=== pipeline_ctrl ===
$ cat src/rtl/pipeline_ctrl.sv
// Stall/flush sequencer for the 5-stage F/D/X/M/W pipeline: register enables,
// NOP-insert strobes, PC select and saturating stall/flush counters.
module pipeline_ctrl #(
    parameter int FLUSH_CYCLES = 1,
    parameter int CNT_W        = 16
) (
    input  logic             clk,
    input  logic             n_reset,
    input  logic             bubble,
    input  logic             branch_taken,
    input  logic             dmem_req,
    input  logic             dmem_ack,
    input  logic             halt_dx,
    input  logic             restart,
    output logic             en_pc,
    output logic             en_fd,
    output logic             en_dx,
    output logic             en_xm,
    output logic             en_mw,
    output logic             nop_fd,
    output logic             nop_dx,
    output logic             nop_xm,
    output logic             nop_mw,
    output logic             pc_sel,
    output logic             halted,
    output logic [CNT_W-1:0] stall_cnt,
    output logic [CNT_W-1:0] flush_cnt
);

    typedef enum logic [2:0] {S_START, S_RUN, S_MEM_WAIT, S_FLUSH, S_HALTED} state_t;

    localparam logic [2:0] FLUSH_LD = 3'(FLUSH_CYCLES);

    state_t           r_state, w_next;
    logic [2:0]       r_fcnt, w_fcnt_next;
    logic [CNT_W-1:0] r_stall_cnt, r_flush_cnt;
    logic             w_stall_inc, w_flush_inc, w_run, w_mem_stall;
    logic [4:0]       w_en;   // {pc, fd, dx, xm, mw}
    logic [3:0]       w_nop;  // {fd, dx, xm, mw}
    logic             w_pc_sel, w_halted;

    always_ff @(posedge clk or negedge n_reset) begin
        if (!n_reset) begin
            r_state     <= S_START;
            r_fcnt      <= '0;
            r_stall_cnt <= '0;
            r_flush_cnt <= '0;
        end else begin
            r_state <= w_next;
            r_fcnt  <= w_fcnt_next;
            if (w_stall_inc && r_stall_cnt != '1) r_stall_cnt <= r_stall_cnt + 1'b1;
            if (w_flush_inc && r_flush_cnt != '1) r_flush_cnt <= r_flush_cnt + 1'b1;
        end
    end

    always_comb begin
        w_next      = r_state;
        w_fcnt_next = r_fcnt;
        w_stall_inc = 1'b0;
        w_flush_inc = 1'b0;
        w_run       = 1'b0;
        w_mem_stall = 1'b0;
        w_en        = 5'b11111;
        w_nop       = 4'b0000;
        w_pc_sel    = 1'b0;
        w_halted    = 1'b0;

        case (r_state)
            S_START: begin
                w_nop  = 4'b1111;
                w_next = S_RUN;
            end
            S_RUN: w_run = 1'b1;
            S_MEM_WAIT: begin
                if (!dmem_ack) begin
                    w_mem_stall = 1'b1;
                end else begin
                    w_run  = 1'b1;
                    w_next = S_RUN;
                end
            end
            S_FLUSH: begin
                // A memory stall freezes the flush countdown in place.
                if (dmem_req && !dmem_ack) begin
                    w_mem_stall = 1'b1;
                end else begin
                    w_en        = 5'b00111;
                    w_nop       = 4'b0100;
                    w_fcnt_next = r_fcnt - 3'd1;
                    if (r_fcnt <= 3'd1) w_next = S_RUN;
                end
            end
            S_HALTED: begin
                w_halted = 1'b1;
                w_en     = 5'b00111;
                w_nop    = 4'b0100;
                if (restart) w_next = S_RUN;
            end
            default: w_next = S_START;
        endcase

        if (w_run) begin
            if (dmem_req && !dmem_ack) begin
                w_mem_stall = 1'b1;
                w_next      = S_MEM_WAIT;
            end else if (bubble) begin
                // DX held, so a coincident branch re-presents next cycle.
                w_en        = 5'b00011;
                w_nop       = 4'b0010;
                w_stall_inc = 1'b1;
            end else if (branch_taken) begin
                w_pc_sel    = 1'b1;
                w_nop       = 4'b1100;
                w_flush_inc = 1'b1;
                if (FLUSH_CYCLES > 0) begin
                    w_next      = S_FLUSH;
                    w_fcnt_next = FLUSH_LD;
                end
            end else if (halt_dx) begin
                w_en   = 5'b00111;
                w_next = S_HALTED;
            end
        end

        if (w_mem_stall) begin
            w_en        = 5'b00001;
            w_nop       = 4'b0001;
            w_stall_inc = 1'b1;
        end
    end

    // Reset overrides the state-derived outputs while n_reset is low.
    assign en_pc     = n_reset & w_en[4];
    assign en_fd     = n_reset & w_en[3];
    assign en_dx     = n_reset & w_en[2];
    assign en_xm     = n_reset & w_en[1];
    assign en_mw     = n_reset & w_en[0];
    assign nop_fd    = ~n_reset | w_nop[3];
    assign nop_dx    = ~n_reset | w_nop[2];
    assign nop_xm    = ~n_reset | w_nop[1];
    assign nop_mw    = ~n_reset | w_nop[0];
    assign pc_sel    = n_reset & w_pc_sel;
    assign halted    = n_reset & w_halted;
    assign stall_cnt = r_stall_cnt;
    assign flush_cnt = r_flush_cnt;

endmodule

$ cat config.mk
export PLATFORM = sky130hd
export DESIGN_NAME = pipeline_ctrl
export DESIGN_NICKNAME = d
export VERILOG_FILES = /design/src/rtl/pipeline_ctrl.sv
export SDC_FILE = /design/constraint.sdc
export NUM_CORES = 1
export LEC_CHECK = 0
export ABC_AREA = 1
export CAP_MARGIN = 10
export CORE_MARGIN = 1.5
export CORE_UTILIZATION = 35
export CTS_BUF_LIST = sky130_fd_sc_hd__clkbuf_4 sky130_fd_sc_hd__clkbuf_8
export DETAILED_ROUTE_END_ITERATION = 10
export GPL_TIMING_DRIVEN = 0
export PLACE_DENSITY = 0.57
export SYNTH_ARGS = -nofsm -noshare
export SYNTH_HDL_FRONTEND = slang
export SYNTH_SLANG_ARGS = --single-unit
$ cat constraint.sdc
create_clock -name clk -period 2.2 [get_ports clk]
set_input_delay 0.66 -clock clk [delete_from_list [all_inputs] [get_ports clk]]
set_output_delay 0.66 -clock clk [all_outputs]
set_load 0.03 [all_outputs]
==> pipeline_ctrl/closeup.png <==
Region (24, 24) to (64, 64) um. Cells in gray, sequential cells in the stronger gray; small squares are vias.
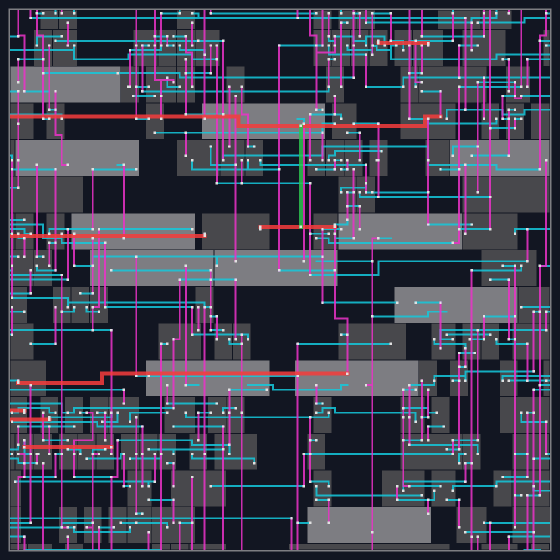
layer	color
M3	red
M4	green
M1	cyan
M2	magenta
cells with their middle in the window	126
most frequent	nand2_1 (46), nor2_1 (13), dfrtp_1 (12)
sequential cells in the window	12
netlist names of flops here include	`stall_cnt` (5), `flush_cnt` (4), `r_fcnt` (3)

==> ci_impl_report.md <==
### Metrics collected by this job

| Metric | Value |
|---|---|
| Status | complete, but fails checks |
| Failing checks | negative setup slack |
| Unrepaired setup endpoints after global routing | true |
| Tot Pwr | 3.315 mW |
| IO buf count | 50 |
| Final setup fails | 3 |
| PnR worst setup slack | -110.7 ps |
| Setup bufs post-CTS | 8 |
| Clk_skew | 14.31 ps |
| Number of clock buffers in the layout | 5 |
| Nets@finish | 451 |
| Reg2Reg Depth | 9 |
| First-pass GRT wire length | 11050 um |
| Total wire length | 6528 um |
| I/O Pins | 51 |
| XOR/XNOR Fraction of Synth Area | 0.06259 |
| Syn Nets | 379 |
| Slowest-stage cell, CP | dfrtp_2 |
| Remaining DRCs | 0 |
| Die ar. | 7714 um^2 |
| Met2 usage | 0.2929 |
| Crit path DRT | 1540 ps |
| Worst r2r src | stall_cnt[0]$_DFFE_PN0P_ |
| Root Driver | clkbuf_8 |
| Psw | 1.364 mW |
| Flop count | 38 |
| Final min period | 2311 ps |
| Die height | 87.83 um |
| Commonest flop | dfrtp_1 |
how the worst min path moves through the flow:
stage                                    from                         to  slack, ps  cells past startpoint
after global placement    r_fcnt[0]$_DFF_PN0_        r_fcnt[0]$_DFF_PN0_        490                      2
after floorplan                       n_reset   flush_cnt[0]$_DFFE_PN0P_        360                      0
after detailed placement  r_fcnt[0]$_DFF_PN0_        r_fcnt[0]$_DFF_PN0_        490                      2
final                                 n_reset   stall_cnt[4]$_DFFE_PN0P_        170                      1
after global routing                  n_reset  flush_cnt[10]$_DFFE_PN0P_        170                      1
after CTS                             n_reset  flush_cnt[10]$_DFFE_PN0P_        170                      1

=== lzc_pipe ===
==> lzc_pipe/m2.png <==
(8 px per um)
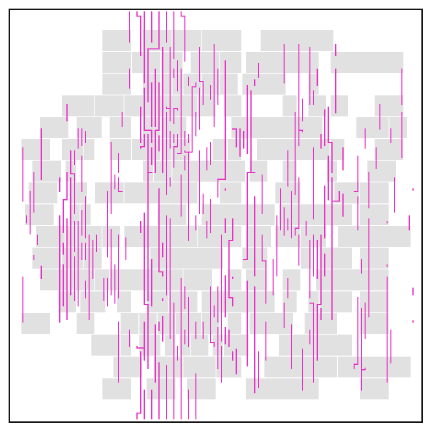
==> lzc_pipe/floorplan.png <==
(10 px per um) Pins as bars on the die edge. Tap cells in gray.
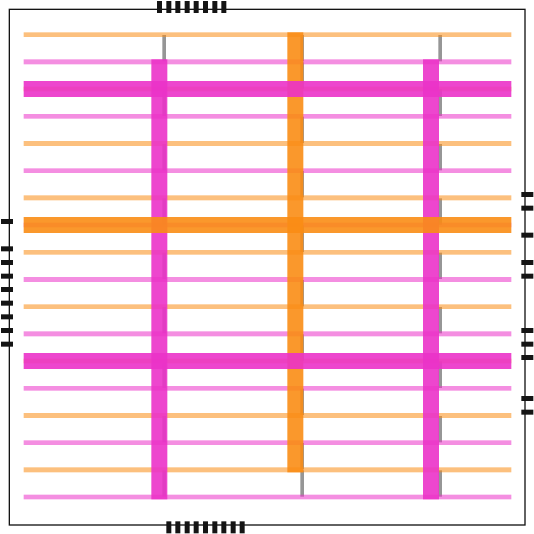
==> lzc_pipe/layers.png <==
(8 px per um) Only two layers are drawn.
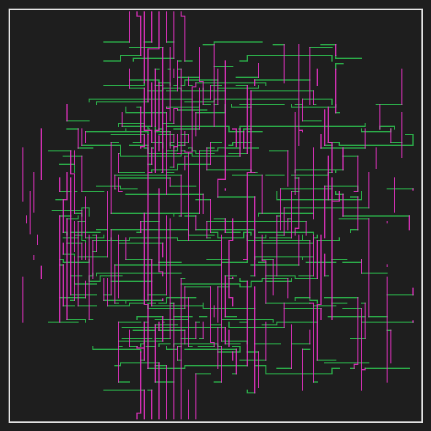
==> src/rtl/lzc_pipe.sv <==
// lzc_pipe -- two-stage pipelined leading-zero counter with valid/ready handshake.
//
// Used in the FP add/sub normalisation path, between the mantissa adder and
// the exponent adjust/shift logic. The operand is cut into GROUP-bit slices.
// Stage 1 counts leading zeros in each slice and flags the slices that are
// nonzero. Stage 2 picks the first nonzero slice from the MSB end and merges
// its count with the slice offset.
//
// Parameters:
//   WIDTH  operand width, a multiple of GROUP, 8..64
//   GROUP  slice width, a power of two (>= 2)
//   CW     count width, derived as $clog2(WIDTH+1)
//
// Ports:
//   clk          clock, rising edge
//   rst_n        asynchronous active-low reset
//   in_valid_i   operand valid
//   in_ready_o   block can accept an operand this cycle
//   a_i          operand; bit WIDTH-1 is the MSB
//   out_valid_o  result valid
//   out_ready_i  downstream accepts the result
//   cnt_o        number of leading zeros, 0..WIDTH
//   zero_o       operand was all zeros
//   norm_o       a_i << cnt_o, zero-filled (only with LZC_PIPE_NORM_EN)
//
// Build option:
//   LZC_PIPE_NORM_EN  when defined, adds norm_o and the barrel shifter. Stage 1
//                     then also keeps the raw operand. The count path is the
//                     same in both builds.

module lzc_pipe #(
  parameter  int WIDTH = 24,
  parameter  int GROUP = 8,
  localparam int CW    = $clog2(WIDTH + 1)
) (
  input  logic             clk,
  input  logic             rst_n,
  input  logic             in_valid_i,
  output logic             in_ready_o,
  input  logic [WIDTH-1:0] a_i,
  output logic             out_valid_o,
  input  logic             out_ready_i,
  output logic [CW-1:0]    cnt_o,
  output logic             zero_o
`ifdef LZC_PIPE_NORM_EN
  ,
  output logic [WIDTH-1:0] norm_o
`endif
);

  localparam int NG = WIDTH / GROUP;
  localparam int GL = $clog2(GROUP);

  if ((WIDTH % GROUP) != 0 || GROUP < 2 || (GROUP & (GROUP - 1)) != 0) begin : g_param_chk
    $error("lzc_pipe: WIDTH must be a multiple of GROUP, GROUP a power of two >= 2");
  end

  // Leading zeros within one slice. The result for an all-zero slice is
  // don't-care, because the merge uses the nonzero flag to skip that slice.
  function automatic logic [GL-1:0] slice_lz(input logic [GROUP-1:0] s);
    logic [GL-1:0] n;
    n = '0;
    // Scan upward so that the highest set bit is the last one written.
    for (int i = 0; i < GROUP; i++) begin
      if (s[i]) n = GL'(GROUP - 1 - i);
    end
    return n;
  endfunction

  // Handshake and advance control.
  logic s1_valid;
  logic s2_valid;
  logic s1_load;
  logic s2_load;
  logic in_xfer;

  assign s2_load     = s1_valid && (!s2_valid || out_ready_i);
  assign s1_load     = !s1_valid || s2_load;
  assign in_ready_o  = !s1_valid || !s2_valid || out_ready_i;
  assign in_xfer     = in_valid_i && in_ready_o;
  assign out_valid_o = s2_valid;

  // Stage 1: per-slice counts and nonzero flags. Slice 0 is the MSB slice.
  logic [NG-1:0][GL-1:0] z_d;
  logic [NG-1:0]         v_d;
  logic [NG-1:0][GL-1:0] s1_z;
  logic [NG-1:0]         s1_v;

  always_comb begin
    z_d = '0;
    v_d = '0;
    for (int g = 0; g < NG; g++) begin
      z_d[g] = slice_lz(a_i[WIDTH-1-g*GROUP -: GROUP]);
      v_d[g] = |a_i[WIDTH-1-g*GROUP -: GROUP];
    end
  end

`ifdef LZC_PIPE_NORM_EN
  logic [WIDTH-1:0] s1_a;
`endif

  always_ff @(posedge clk or negedge rst_n) begin
    if (!rst_n) begin
      s1_valid <= 1'b0;
      s1_z     <= '0;
      s1_v     <= '0;
`ifdef LZC_PIPE_NORM_EN
      s1_a     <= '0;
`endif
    end else if (s1_load) begin
      s1_valid <= in_valid_i;
      // a_i is only sampled on a real transfer, so an X operand with
      // in_valid_i low never reaches the data registers.
      if (in_valid_i) begin
        s1_z <= z_d;
        s1_v <= v_d;
`ifdef LZC_PIPE_NORM_EN
        s1_a <= a_i;
`endif
      end
    end
  end

  // Stage 2: priority merge. Walk from the LSB slice upward so that the
  // first nonzero slice from the MSB end is the last one to write cnt_d.
  logic [CW-1:0] cnt_d;
  logic          zero_d;

  always_comb begin
    cnt_d  = CW'(WIDTH);
    zero_d = 1'b1;
    for (int g = NG - 1; g >= 0; g--) begin
      if (s1_v[g]) begin
        cnt_d  = CW'(g * GROUP) + CW'(s1_z[g]);
        zero_d = 1'b0;
      end
    end
  end

`ifdef LZC_PIPE_NORM_EN
  // Log-depth barrel: one conditional power-of-two shift per count bit.
  // An all-zero operand stays zero whatever the count is.
  logic [WIDTH-1:0] norm_d;

  always_comb begin
    norm_d = s1_a;
    for (int b = 0; b < CW; b++) begin
      if (cnt_d[b]) norm_d = norm_d << (1 << b);
    end
  end
`endif

  // The output registers change only when stage 2 loads. On a drain with
  // no new load, the data outputs keep their last value.
  always_ff @(posedge clk or negedge rst_n) begin
    if (!rst_n) begin
      s2_valid <= 1'b0;
      cnt_o    <= '0;
      zero_o   <= 1'b0;
`ifdef LZC_PIPE_NORM_EN
      norm_o   <= '0;
`endif
    end else if (s2_load) begin
      s2_valid <= 1'b1;
      cnt_o    <= cnt_d;
      zero_o   <= zero_d;
`ifdef LZC_PIPE_NORM_EN
      norm_o   <= norm_d;
`endif
    end else if (out_ready_i) begin
      s2_valid <= 1'b0;
    end
  end

endmodule

==> config.mk <==
export PLATFORM = sky130hd
export DESIGN_NAME = lzc_pipe
export DESIGN_NICKNAME = d
export VERILOG_FILES = /design/src/rtl/lzc_pipe.sv
export SDC_FILE = /design/constraint.sdc
export NUM_CORES = 1
export LEC_CHECK = 0
export CAP_MARGIN = 20
export CORE_MARGIN = 1
export CORE_UTILIZATION = 44
export DETAILED_ROUTE_END_ITERATION = 7
export GPL_ROUTABILITY_DRIVEN = 0
export GPL_TIMING_DRIVEN = 0
export PLACE_DENSITY = 0.84
export SLEW_MARGIN = 20
export SYNTH_ARGS = -nofsm -noshare
export SYNTH_HDL_FRONTEND = slang
export SYNTH_SLANG_ARGS = --single-unit
==> constraint.sdc <==
create_clock -name clk -period 1.7 [get_ports clk]
set_input_delay 0.17 -clock clk [delete_from_list [all_inputs] [get_ports clk]]
set_output_delay 0.17 -clock clk [all_outputs]
set_load 0.03 [all_outputs]
==> ci_impl_report.md <==
### Metrics collected by this job

| Metric | Value |
|---|---|
| IO buf count | 35 |
| WHS | 349.3 ps |
| Clk_skew | 1.959 ps |
| Cell area after technology mapping | 1075 um^2 |
| Starting DRT DRC Count | 24 |
| Largest net degree at the start of global routing | 21 |
| Status | completed |
| Syn Nets | 132 |
| Initial antenna violation count | 0 |
| Fp util | 0.4767 |
| CP Buf/Inv Count | 2 |
| Fin area | 1500 um^2 |
| First-pass GRT wire length | 4140 um |
| CP Capture Type | primary output |
| Leak | 0.6074 nW |
| Grt total ovfl | 0 |
Notes on lzc_pipe/m2.png above:
main direction	vertical
nets with wire on the layer	153

Notes on lzc_pipe/floorplan.png above:
net	color
VDD	orange
VSS	magenta
signal pins	36
met1 rails	18
met5 straps	3

Notes on lzc_pipe/layers.png above:
layer	color	wire length
M1	green	1080 um
M2	magenta	1160 um
routed vias: 969
WL/cell: 13.72 um
GRT Overall Usage: 0.2125

[logic make-up (layout without fill, tap and decap cells)]
group / Yosys count / after routing / share of synthesized area
buffers and inverters: 4 / 43 / 0.02212
multiplexers: 6 / 6 / 0.07334
AND-OR/OR-AND: 27 / 27 / 0.1898
flip-flops: 20 / 20 / 0.4657
AND/OR/NAND/NOR: 47 / 47 / 0.2491
[where the power goes]
group	leakage [nW]	total [mW]	switching, mW	internal [mW]
combinational	0.343	0.259	0.120	0.138
clock	0.0210	0.273	0.142	0.131
sequential	0.244	0.537	0.0244	0.512

=== rot_amount_finder ===
==> rot_amount_finder/pinout.png <==
(4 px per um) Pins as bars across the die edge, other pins in gray.
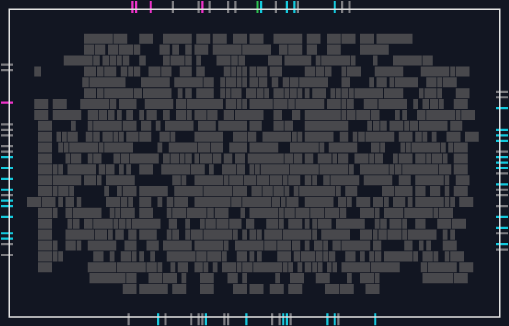
==> rot_amount_finder/placed.png <==
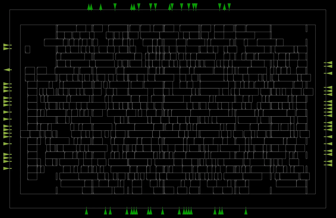
==> rot_amount_finder/layers.png <==
(3 px per um) Only two layers are drawn.
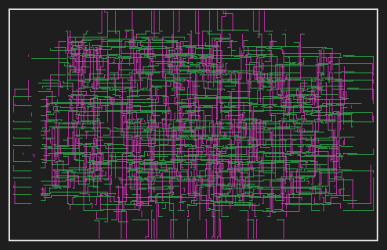
===== config.mk =====
export PLATFORM = sky130hd
export DESIGN_NAME = rot_amount_finder
export DESIGN_NICKNAME = d
export VERILOG_FILES = /design/src/rtl/rot_amount_finder.sv
export SDC_FILE = /design/constraint.sdc
export NUM_CORES = 1
export LEC_CHECK = 0
export ABC_CLOCK_PERIOD_IN_PS = 1950
export CORE_ASPECT_RATIO = 0.6
export CORE_MARGIN = 4
export CORE_UTILIZATION = 53
export CTS_CLUSTER_DIAMETER = 80
export DETAILED_ROUTE_END_ITERATION = 7
export PLACE_DENSITY = 0.82
export REMOVE_ABC_BUFFERS = 1
export SLEW_MARGIN = 20
export SYNTH_ARGS = -nofsm -noshare
export SYNTH_HDL_FRONTEND = slang
export SYNTH_SLANG_ARGS = --single-unit
export TNS_END_PERCENT = 10

===== constraint.sdc =====
create_clock -name clk -period 1.95 [get_ports clk]
set_input_delay 0.39 -clock clk [delete_from_list [all_inputs] [get_ports clk]]
set_output_delay 0.39 -clock clk [all_outputs]
set_load 0.02 [all_outputs]

===== src/rtl/rot_amount_finder.sv =====
`default_nettype none
// ============================================================================
// Module      : rot_amount_finder
// Description : Sequential inverse of the 32-bit rotator. Given a source word
//               and a rotated word, it tests one candidate rotation amount per
//               clock (L_R=1 left, 0 right) and returns the smallest matching
//               amount over a valid/ready handshake.
//               Optional macro ROT_FIND_MASK_EN: adds the match_mask output,
//               disables early exit and reports every matching amount.
// Revision    : 1.0 - initial release
// ============================================================================
module rot_amount_finder #(
  parameter int WIDTH = 32,
  parameter int AW    = $clog2(WIDTH)
) (
  input  logic             clk,
  input  logic             rst_n,
  input  logic             in_valid,
  output logic             in_ready,
  input  logic [WIDTH-1:0] src,
  input  logic [WIDTH-1:0] rot,
  input  logic             L_R,
  output logic             out_valid,
  input  logic             out_ready,
  output logic             found,
  output logic [AW-1:0]    amount
`ifdef ROT_FIND_MASK_EN
  ,
  output logic [WIDTH-1:0] match_mask
`endif
);

  typedef enum logic [1:0] {
    S_IDLE   = 2'd0,
    S_SEARCH = 2'd1,
    S_DONE   = 2'd2
  } state_t;

  localparam logic [AW-1:0] C_LAST_K = AW'(WIDTH - 1);

  state_t           state_q, state_d;
  logic [WIDTH-1:0] work_q, work_d;      // source word rotated by k_q so far
  logic [WIDTH-1:0] rot_q, rot_d;        // latched target word
  logic             lr_q, lr_d;          // latched direction
  logic [AW-1:0]    k_q, k_d;            // candidate amount under test
  logic             found_q, found_d;
  logic [AW-1:0]    amount_q, amount_d;
  logic             in_ready_q, in_ready_d;
  logic             out_valid_q, out_valid_d;
  logic             w_match;
  logic [WIDTH-1:0] w_work_rot1;
`ifdef ROT_FIND_MASK_EN
  logic [WIDTH-1:0] mask_q, mask_d;
  logic [AW-1:0]    w_lowest;
`endif

  // Single-step rotation of the work word and candidate comparison
  always_comb begin
    w_match     = (work_q == rot_q);
    w_work_rot1 = lr_q ? {work_q[WIDTH-2:0], work_q[WIDTH-1]}
                       : {work_q[0], work_q[WIDTH-1:1]};
  end

  // Next-state and datapath update for the search FSM
  always_comb begin
    state_d     = state_q;
    work_d      = work_q;
    rot_d       = rot_q;
    lr_d        = lr_q;
    k_d         = k_q;
    found_d     = found_q;
    amount_d    = amount_q;
    in_ready_d  = in_ready_q;
    out_valid_d = out_valid_q;
`ifdef ROT_FIND_MASK_EN
    mask_d      = mask_q;
    w_lowest    = '0;
`endif
    case (state_q)
      S_IDLE: begin
        if (in_valid) begin
          work_d     = src;
          rot_d      = rot;
          lr_d       = L_R;
          k_d        = '0;
          found_d    = 1'b0;
          amount_d   = '0;
          in_ready_d = 1'b0;
          state_d    = S_SEARCH;
`ifdef ROT_FIND_MASK_EN
          mask_d     = '0;
`endif
        end
      end
      S_SEARCH: begin
        work_d = w_work_rot1;
        k_d    = k_q + 1'b1;
`ifdef ROT_FIND_MASK_EN
        // Record every match; the result is resolved after the last candidate
        if (w_match) begin
          mask_d = mask_q | (WIDTH'(1) << k_q);
        end
        for (int i = WIDTH - 1; i >= 0; i--) begin
          if (mask_d[i]) begin
            w_lowest = AW'(i);
          end
        end
        if (k_q == C_LAST_K) begin
          found_d     = |mask_d;
          amount_d    = w_lowest;
          out_valid_d = 1'b1;
          state_d     = S_DONE;
        end
`else
        // Stop at the first match; the candidate order makes it the smallest
        if (w_match) begin
          found_d     = 1'b1;
          amount_d    = k_q;
          out_valid_d = 1'b1;
          state_d     = S_DONE;
        end else if (k_q == C_LAST_K) begin
          found_d     = 1'b0;
          amount_d    = '0;
          out_valid_d = 1'b1;
          state_d     = S_DONE;
        end
`endif
      end
      S_DONE: begin
        if (out_ready) begin
          out_valid_d = 1'b0;
          in_ready_d  = 1'b1;
          state_d     = S_IDLE;
        end
      end
      default: begin
        state_d     = S_IDLE;
        in_ready_d  = 1'b1;
        out_valid_d = 1'b0;
      end
    endcase
  end

  // State and result registers with synchronous active-low reset
  always_ff @(posedge clk) begin
    if (!rst_n) begin
      state_q     <= S_IDLE;
      work_q      <= '0;
      rot_q       <= '0;
      lr_q        <= 1'b0;
      k_q         <= '0;
      found_q     <= 1'b0;
      amount_q    <= '0;
      in_ready_q  <= 1'b1;
      out_valid_q <= 1'b0;
`ifdef ROT_FIND_MASK_EN
      mask_q      <= '0;
`endif
    end else begin
      state_q     <= state_d;
      work_q      <= work_d;
      rot_q       <= rot_d;
      lr_q        <= lr_d;
      k_q         <= k_d;
      found_q     <= found_d;
      amount_q    <= amount_d;
      in_ready_q  <= in_ready_d;
      out_valid_q <= out_valid_d;
`ifdef ROT_FIND_MASK_EN
      mask_q      <= mask_d;
`endif
    end
  end

  assign in_ready   = in_ready_q;
  assign out_valid  = out_valid_q;
  assign found      = found_q;
  assign amount     = amount_q;
`ifdef ROT_FIND_MASK_EN
  assign match_mask = mask_q;
`endif

endmodule
`default_nettype wire


==> ci_impl_report.md <==
### Metrics collected by this job

| Metric | Value |
|---|---|
| Top cell area share | 0.3858 |
| Top-count cell post-synth | nand2_1 |
| Worst R2R Setup Slack | 80 ps |
| CORE AREA | 7447 um^2 |
| Clk_skew | 5.721 ps |
| Unrepaired setup endpoints after global routing | false |
| Non-clk buf share | 0.1736 |
| Worst-skew pair later-pin latency | 340 ps |
| Met1 Resource Use GR | 0.3355 |
| IO buf count | 76 |
| Yosys stat chip area | 4151 um^2 |
| Worst r2r src | work_q[20]$_SDFFE_PN0P_ |
| CP Launch Type | register |
| Syn_area_per_cell | 7.938 um^2 |
| Status | completed |
| Largest class | combinational gates |
| Number of clock buffers in the layout | 14 |
| Ys async rst share | 0 |
| Die ar. | 9360 um^2 |
| Internal power | 3.412 mW |
| CP Cell Sequence | xor2_1 > nor4_2 > and4_2 > a21oi_1 > a211o_1 |
| Routed vias | 3807 |
| Tool warnings | 25 |
| Worst-Margin Slew | 560.5 ps |
| Worst-path maximum fanout | 7 |
| Top Metal Used | met4 |
| Fin area | 5348 um^2 |
| Top cells excl fill/tap | 170 x nand2_1, 79 x dfxtp_1, 75 x clkdlybuf4s50_1 |
| Nets@finish | 661 |
| TritonCTS Sinks | 80 |
| Post-route insts no fill | 699 |
| Crit path kind | reg -> reg |
| Number of global-route vias before repair | 3566 |
| Clock network fraction of total power | 0.375 |
| Registers, synthesis | 80 |
| Worst slack at placement | -39.22 ps |
| Max Cap Violations | 0 |
| Drt first pass iters | 5 |
| Hold Path Depth | 2 |
| Vias per cell | 5.446 |
| Buffers excl. clock | 94 |
| Placed insts | 683 |
| Commonest flop | dfxtp_1 |
| Reg2reg end | amount[3]$_SDFFE_PN0P_ |
| Seq/Total Area, Yosys | 0.3858 |
| Seq area share | 0.2997 |
| Post-DRT Antenna Nets | 0 |
| Final min period | 1873 ps |
| Logic share of the area | 0.4427 |
| Worst path arrival time | 2100 ps |
| PnR worst setup slack | 76.80 ps |
| Crit path DRT | 2170 ps |
| Critical Path Sink | amount[3]$_SDFFE_PN0P_ |
| Post-DP HPWL | 7572 um |
| Largest net degree at the start of global routing | 40 |
| Post-cts resize count | 0 |
| Crit. path cell count | 5 |
| Met1 wire length | 5110 um |
| Gp weighted congestion | 0.8411 |
Notes on rot_amount_finder/pinout.png above:
port	color	pins	direction	edge
`out_valid`	green	1	output	north
`src`	cyan	32	input	11 east, 9 west, 8 south, 4 north
`amount`	magenta	5	output	4 north, 1 west
all pins by edge	20 east, 20 west, 19 south, 18 north
die height: 76.56 um
die x size: 122.3 um

Notes on rot_amount_finder/placed.png above:
fill cell count: 580
# rows: 24
flop count: 80

Notes on rot_amount_finder/layers.png above:
layer	color	wire length
M1	green	5110 um
M2	magenta	4730 um
total wire length: 10770 um
GRT Overall Usage: 0.2358
WL/cell: 15.41 um

logic make-up (layout without fill, tap and decap cells):
kind of cell,Yosys count,count (layout),share of synthesized area
buf+inv,38,110,0.04671
compound gates,61,61,0.09976
flops,80,80,0.3858
fa+ha+maj,2,2,0.006027
xor+xnor,32,32,0.06932
simple gates,278,278,0.3153
mux,32,32,0.07716
power groups by stage:
stage          Combinational [mW]  Sequential, mW  Clock, mW
6_report                     1.02            1.96       1.79
5_1_grt                      1.12            1.97       1.88
4_1_cts                      1.01            1.95       1.80
3_5_place_dp                 1.00            1.98          0
3_3_place_gp                0.966            1.97          0
2_1_floorplan               0.591            1.95          0

=== fft_frame_sequencer ===
==> fft_frame_sequencer/placed.png <==
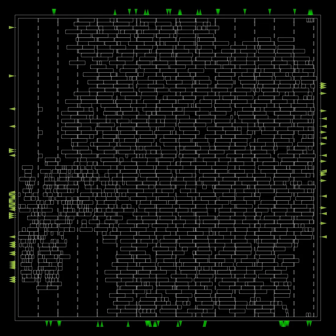
File: src/rtl/fft_seq_pkg.sv
// Shared types and helpers for the FFT frame sequencer.
package fft_seq_pkg;

    typedef enum logic [1:0] {
        FILL   = 2'd0,
        CONFIG = 2'd1,
        DRAIN  = 2'd2
    } state_t;

    localparam logic CFG_FWD = 1'b1;
    localparam logic CFG_INV = 1'b0;

    // Config word carries only the direction bit in its LSB.
    function automatic logic [31:0] cfg_word(input logic d);
        return {31'b0, d};
    endfunction

endpackage

File: src/rtl/fft_frame_buffer.sv
// Frame storage: DATA_W x DEPTH registers with a per-entry valid mask.
// Entries never written since the last clear read back as zero.
module fft_frame_buffer #(
    parameter int DATA_W = 32,
    parameter int DEPTH  = 16,
    parameter int IDX_W  = $clog2(DEPTH)
) (
    input  logic              aclk,
    input  logic              clr,
    input  logic              we,
    input  logic [IDX_W-1:0]  waddr,
    input  logic [DATA_W-1:0] wdata,
    input  logic [IDX_W-1:0]  raddr,
    output logic [DATA_W-1:0] rdata
);

    logic [DATA_W-1:0] mem [DEPTH];
    logic [DEPTH-1:0]  vmask;

    always_ff @(posedge aclk) begin
        if (we)
            mem[waddr] <= wdata;
    end

    always_ff @(posedge aclk) begin
        if (clr)
            vmask <= '0;
        else if (we)
            vmask[waddr] <= 1'b1;
    end

    assign rdata = vmask[raddr] ? mem[raddr] : '0;

endmodule

File: src/rtl/fft_frame_sequencer.sv
// Collects one frame from upstream, issues the FFT config word when needed,
// then plays the frame to the FFT forward or reversed with in_last on the end.
module fft_frame_sequencer
    import fft_seq_pkg::*;
#(
    parameter int DATA_W          = 32,
    parameter int FRAME_LEN       = 16,
    parameter int CFG_W           = 8,
    parameter int CFG_EVERY_FRAME = 1,
    parameter int CNT_W           = 16
) (
    input  logic              aclk,
    input  logic              aresetn,
    input  logic [DATA_W-1:0] s_data,
    input  logic              s_valid,
    input  logic              s_last,
    output logic              s_ready,
    input  logic              dir,
    input  logic              reverse_order,
    output logic [CFG_W-1:0]  config_data,
    output logic              config_valid,
    input  logic              config_ready,
    output logic [DATA_W-1:0] in_data,
    output logic              in_valid,
    output logic              in_last,
    input  logic              in_ready,
    output logic              busy,
    output logic              frame_err,
    output logic [CNT_W-1:0]  frame_count
);

    localparam int IDX_W = $clog2(FRAME_LEN);
    localparam logic [IDX_W-1:0] LAST_IDX = IDX_W'(FRAME_LEN - 1);
    localparam logic [IDX_W-1:0] ONE      = IDX_W'(1);

    state_t           state;
    logic [IDX_W-1:0] wr_idx;
    logic [IDX_W-1:0] rd_idx;
    logic [IDX_W-1:0] out_cnt;
    logic             dir_lat;
    logic             rev_lat;
    logic             cfg_sent;
    logic             sent_dir;

    logic s_hs;
    logic close;
    logic early;
    logic need_cfg;
    logic in_hs;
    logic drain_done;

    assign s_hs       = s_valid && s_ready;
    assign early      = s_last && (wr_idx != LAST_IDX);
    assign close      = s_hs && ((wr_idx == LAST_IDX) || s_last);
    assign need_cfg   = (CFG_EVERY_FRAME != 0) || !cfg_sent || (dir != sent_dir);
    assign in_hs      = in_valid && in_ready;
    assign drain_done = in_hs && in_last;

    assign s_ready      = (state == FILL);
    assign config_valid = (state == CONFIG);
    assign in_valid     = (state == DRAIN);
    assign in_last      = (state == DRAIN) && (out_cnt == LAST_IDX);
    assign busy         = (state == CONFIG) || (state == DRAIN);
    assign config_data  = CFG_W'(cfg_word(dir_lat));

    // Mask clear on reset and on leaving DRAIN, so a short frame pads with zeros.
    fft_frame_buffer #(
        .DATA_W (DATA_W),
        .DEPTH  (FRAME_LEN),
        .IDX_W  (IDX_W)
    ) u_buf (
        .aclk  (aclk),
        .clr   (!aresetn || drain_done),
        .we    (s_hs),
        .waddr (wr_idx),
        .wdata (s_data),
        .raddr (rd_idx),
        .rdata (in_data)
    );

    always_ff @(posedge aclk) begin
        if (!aresetn) begin
            state       <= FILL;
            wr_idx      <= '0;
            rd_idx      <= '0;
            out_cnt     <= '0;
            dir_lat     <= CFG_INV;
            rev_lat     <= 1'b0;
            cfg_sent    <= 1'b0;
            sent_dir    <= CFG_INV;
            frame_err   <= 1'b0;
            frame_count <= '0;
        end else begin
            frame_err <= 1'b0;
            case (state)
                FILL: begin
                    if (s_hs) begin
                        wr_idx <= wr_idx + ONE;
                        if (close) begin
                            dir_lat   <= dir;
                            rev_lat   <= reverse_order;
                            frame_err <= early;
                            rd_idx    <= reverse_order ? LAST_IDX : '0;
                            out_cnt   <= '0;
                            state     <= need_cfg ? CONFIG : DRAIN;
                        end
                    end
                end
                CONFIG: begin
                    if (config_ready) begin
                        cfg_sent <= 1'b1;
                        sent_dir <= dir_lat;
                        state    <= DRAIN;
                    end
                end
                DRAIN: begin
                    if (in_hs) begin
                        out_cnt <= out_cnt + ONE;
                        rd_idx  <= rev_lat ? rd_idx - ONE : rd_idx + ONE;
                        if (in_last) begin
                            frame_count <= frame_count + CNT_W'(1);
                            wr_idx      <= '0;
                            state       <= FILL;
                        end
                    end
                end
                default: state <= FILL;
            endcase
        end
    end

endmodule

File: config.mk
export PLATFORM = sky130hd
export DESIGN_NAME = fft_frame_sequencer
export DESIGN_NICKNAME = d
export VERILOG_FILES = /design/src/rtl/fft_seq_pkg.sv /design/src/rtl/fft_frame_buffer.sv /design/src/rtl/fft_frame_sequencer.sv
export SDC_FILE = /design/constraint.sdc
export NUM_CORES = 1
export LEC_CHECK = 0
export CAP_MARGIN = 20
export CORE_MARGIN = 2
export CORE_UTILIZATION = 50
export DETAILED_ROUTE_END_ITERATION = 10
export DONT_BUFFER_PORTS = 1
export HOLD_SLACK_MARGIN = 0.1
export PLACE_DENSITY = 0.67
export SLEW_MARGIN = 0
export SYNTH_ARGS = -nofsm -noshare
export SYNTH_HDL_FRONTEND = slang
export SYNTH_SLANG_ARGS = --single-unit
File: constraint.sdc
create_clock -name aclk -period 4.25 [get_ports aclk]
set_input_delay 0.6375 -clock aclk [delete_from_list [all_inputs] [get_ports aclk]]
set_output_delay 0.6375 -clock aclk [all_outputs]
set_load 0.005 [all_outputs]
==> ci_impl_report.md <==
### Metrics collected by this job

| Metric | Value |
|---|---|
| Final period util | 0.8194 |
| PnR worst setup slack | 767.6 ps |
| Max VDD drop | 336.1 uV |
| Drt first pass iters | 5 |
| XOR/XNOR Fraction of Synth Area | 0.005537 |
| Final min period | 3482 ps |
| Grt total ovfl | 0 |
| Top-count cell post-synth | edfxtp_1 |
| Seq/Total Area, Yosys | 0.7422 |
| Largest registers | u_buf.mem (512), frame_count (16), u_buf.vmask (16) |
| Yosys cell count | 1108 |
| Mux cell area share | 0.1556 |
| Worst R2R Setup Slack | 1390 ps |
| Hold Path Depth | 0 |
| Starting DRT DRC Count | 846 |
| Worst-path maximum fanout | 32 |
| Slowest-stage cell, CP | mux2_2 |
| I/O Pins | 102 |
| Top cells excl fill/tap | 512 x edfxtp_1, 132 x mux4_2, 68 x a211oi_1 |
| Clk_skew | 13.52 ps |
| Kind of cell adding the most delay to the critical path | multiplexers |
| Top cell area share | 0.6943 |
| YS warnings | 0 |
| Fin area | 24680 um^2 |
| GRT Overall Usage | 0.1936 |
| Die ar. | 45990 um^2 |
| Root Driver | clkbuf_16 |
| Power per cell area | 577.8 nW/um^2 |
| GRT Max-Usage Layer | met2 |
| Met3 GRT Util | 0.03986 |
| Registers, synthesis | 565 |
| Number of global-route vias before repair | 10910 |
| Max FFs per register | 512 |
| Metal2 WL | 21150 um |
| Relative slew margins | 0.3164 |
| WHS | 141.2 ps |
| CP Launch Type | register |
| Gp weighted congestion | 0.7498 |
| CP Cell Sequence | mux4_2 > mux2i_1 > mux2_2 > a211oi_1 |
| Post-synth EDFFs | 512 |
| Worst slack at placement | 1309 ps |
| Met2 usage | 0.3128 |
| IO buf count | 0 |
| Status | completed |
| Nets@finish | 1190 |
| Share of cells above drive strength 1 | 0.2180 |
| Leak | 7.565 nW |
| Post-DP HPWL | 24840 um |
| Final Hold Fails | 0 |
About fft_frame_sequencer/placed.png:
Tapcells: 592
flop count: 565
post-route insts no fill: 1771
CORE AREA: 43930 um^2
utilization after layout: 0.5619

power breakdown:
group / total (mW) / internal, mW / switching [mW]
clock network: 4.59 / 2.64 / 1.94
logic: 3.05 / 1.49 / 1.55
registers: 6.63 / 6.35 / 0.274
area by class of cell:
cell class	count	area, um^2	area share
clock buffers	76	1508	0.06108
flip-flops and latches	565	16450	0.6664
multi-input cells	467	5445	0.2206
well taps	592	740.7	0.03001
inverters	15	56.30	0.002281
repair buffers	32	302.8	0.01227
clock inverters	24	182.7	0.007401


==> notes/layouts.md <==
Pictures saved along the way, in no particular order.

I/O pins on the die edge.
Plate I
(2 px per um) Pins as bars across the die edge, other pins in gray.
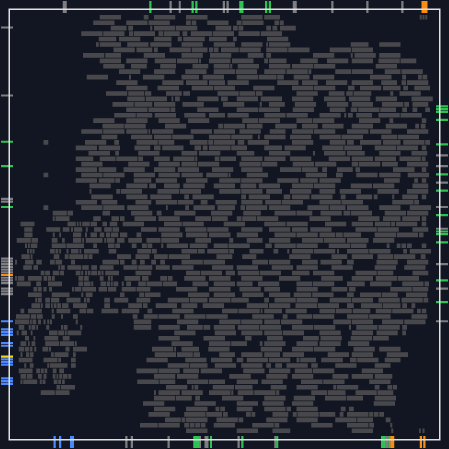
Plate II
(6 px per um) Pins as bars across the die edge, other pins in gray.
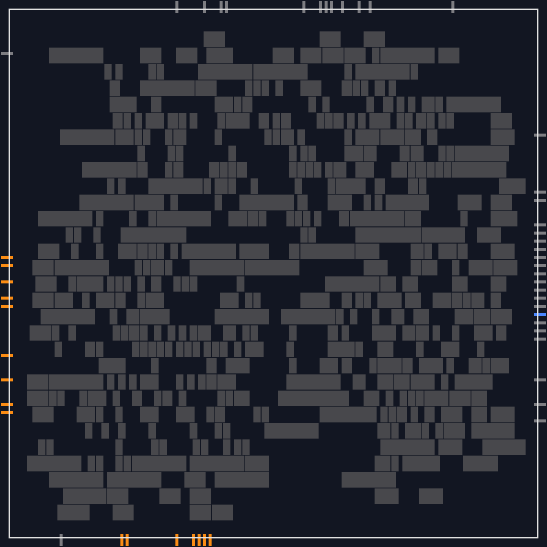
Plate III
(10 px per um) Pins as bars across the die edge, other pins in gray.
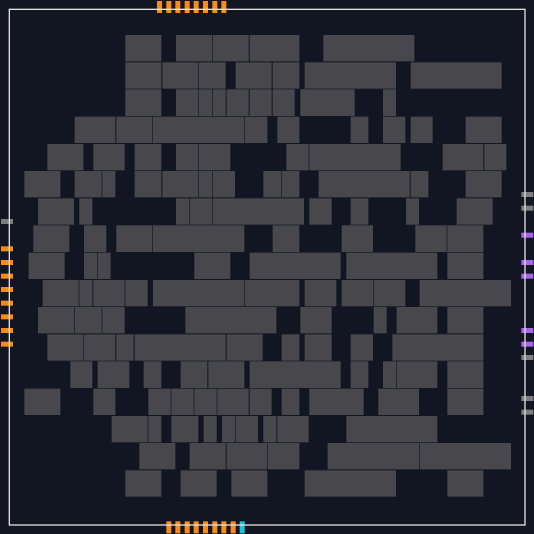
For lzc_pipe, see Plate III.
For fft_frame_sequencer, see Plate I.
For pipeline_ctrl, see Plate II.
- smallest die: Plate III
- fewest pins: Plate III


==> layout pictures side by side <==
The metal 2 layer.
image #1
(4 px per um)
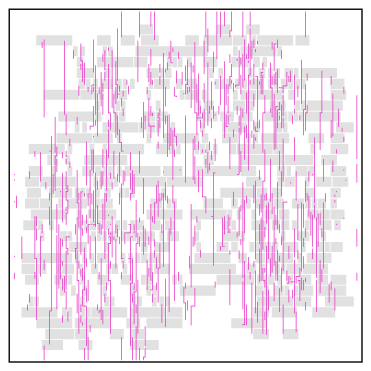
image #2
(1.5 px per um)
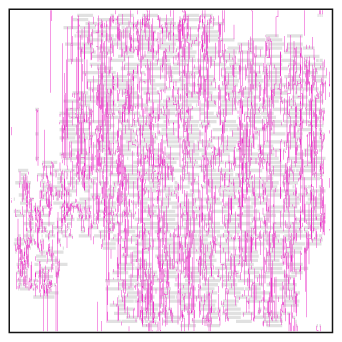
image #3
(3 px per um)
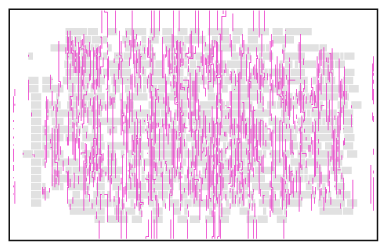
Image #3 comes from rot_amount_finder.
Image #2 comes from fft_frame_sequencer.
Image #1 comes from pipeline_ctrl.

Key to image #3:
wire length on this layer	4730 um
main direction	vertical

No activity file was given, so power comes from the tool's default toggle rates.
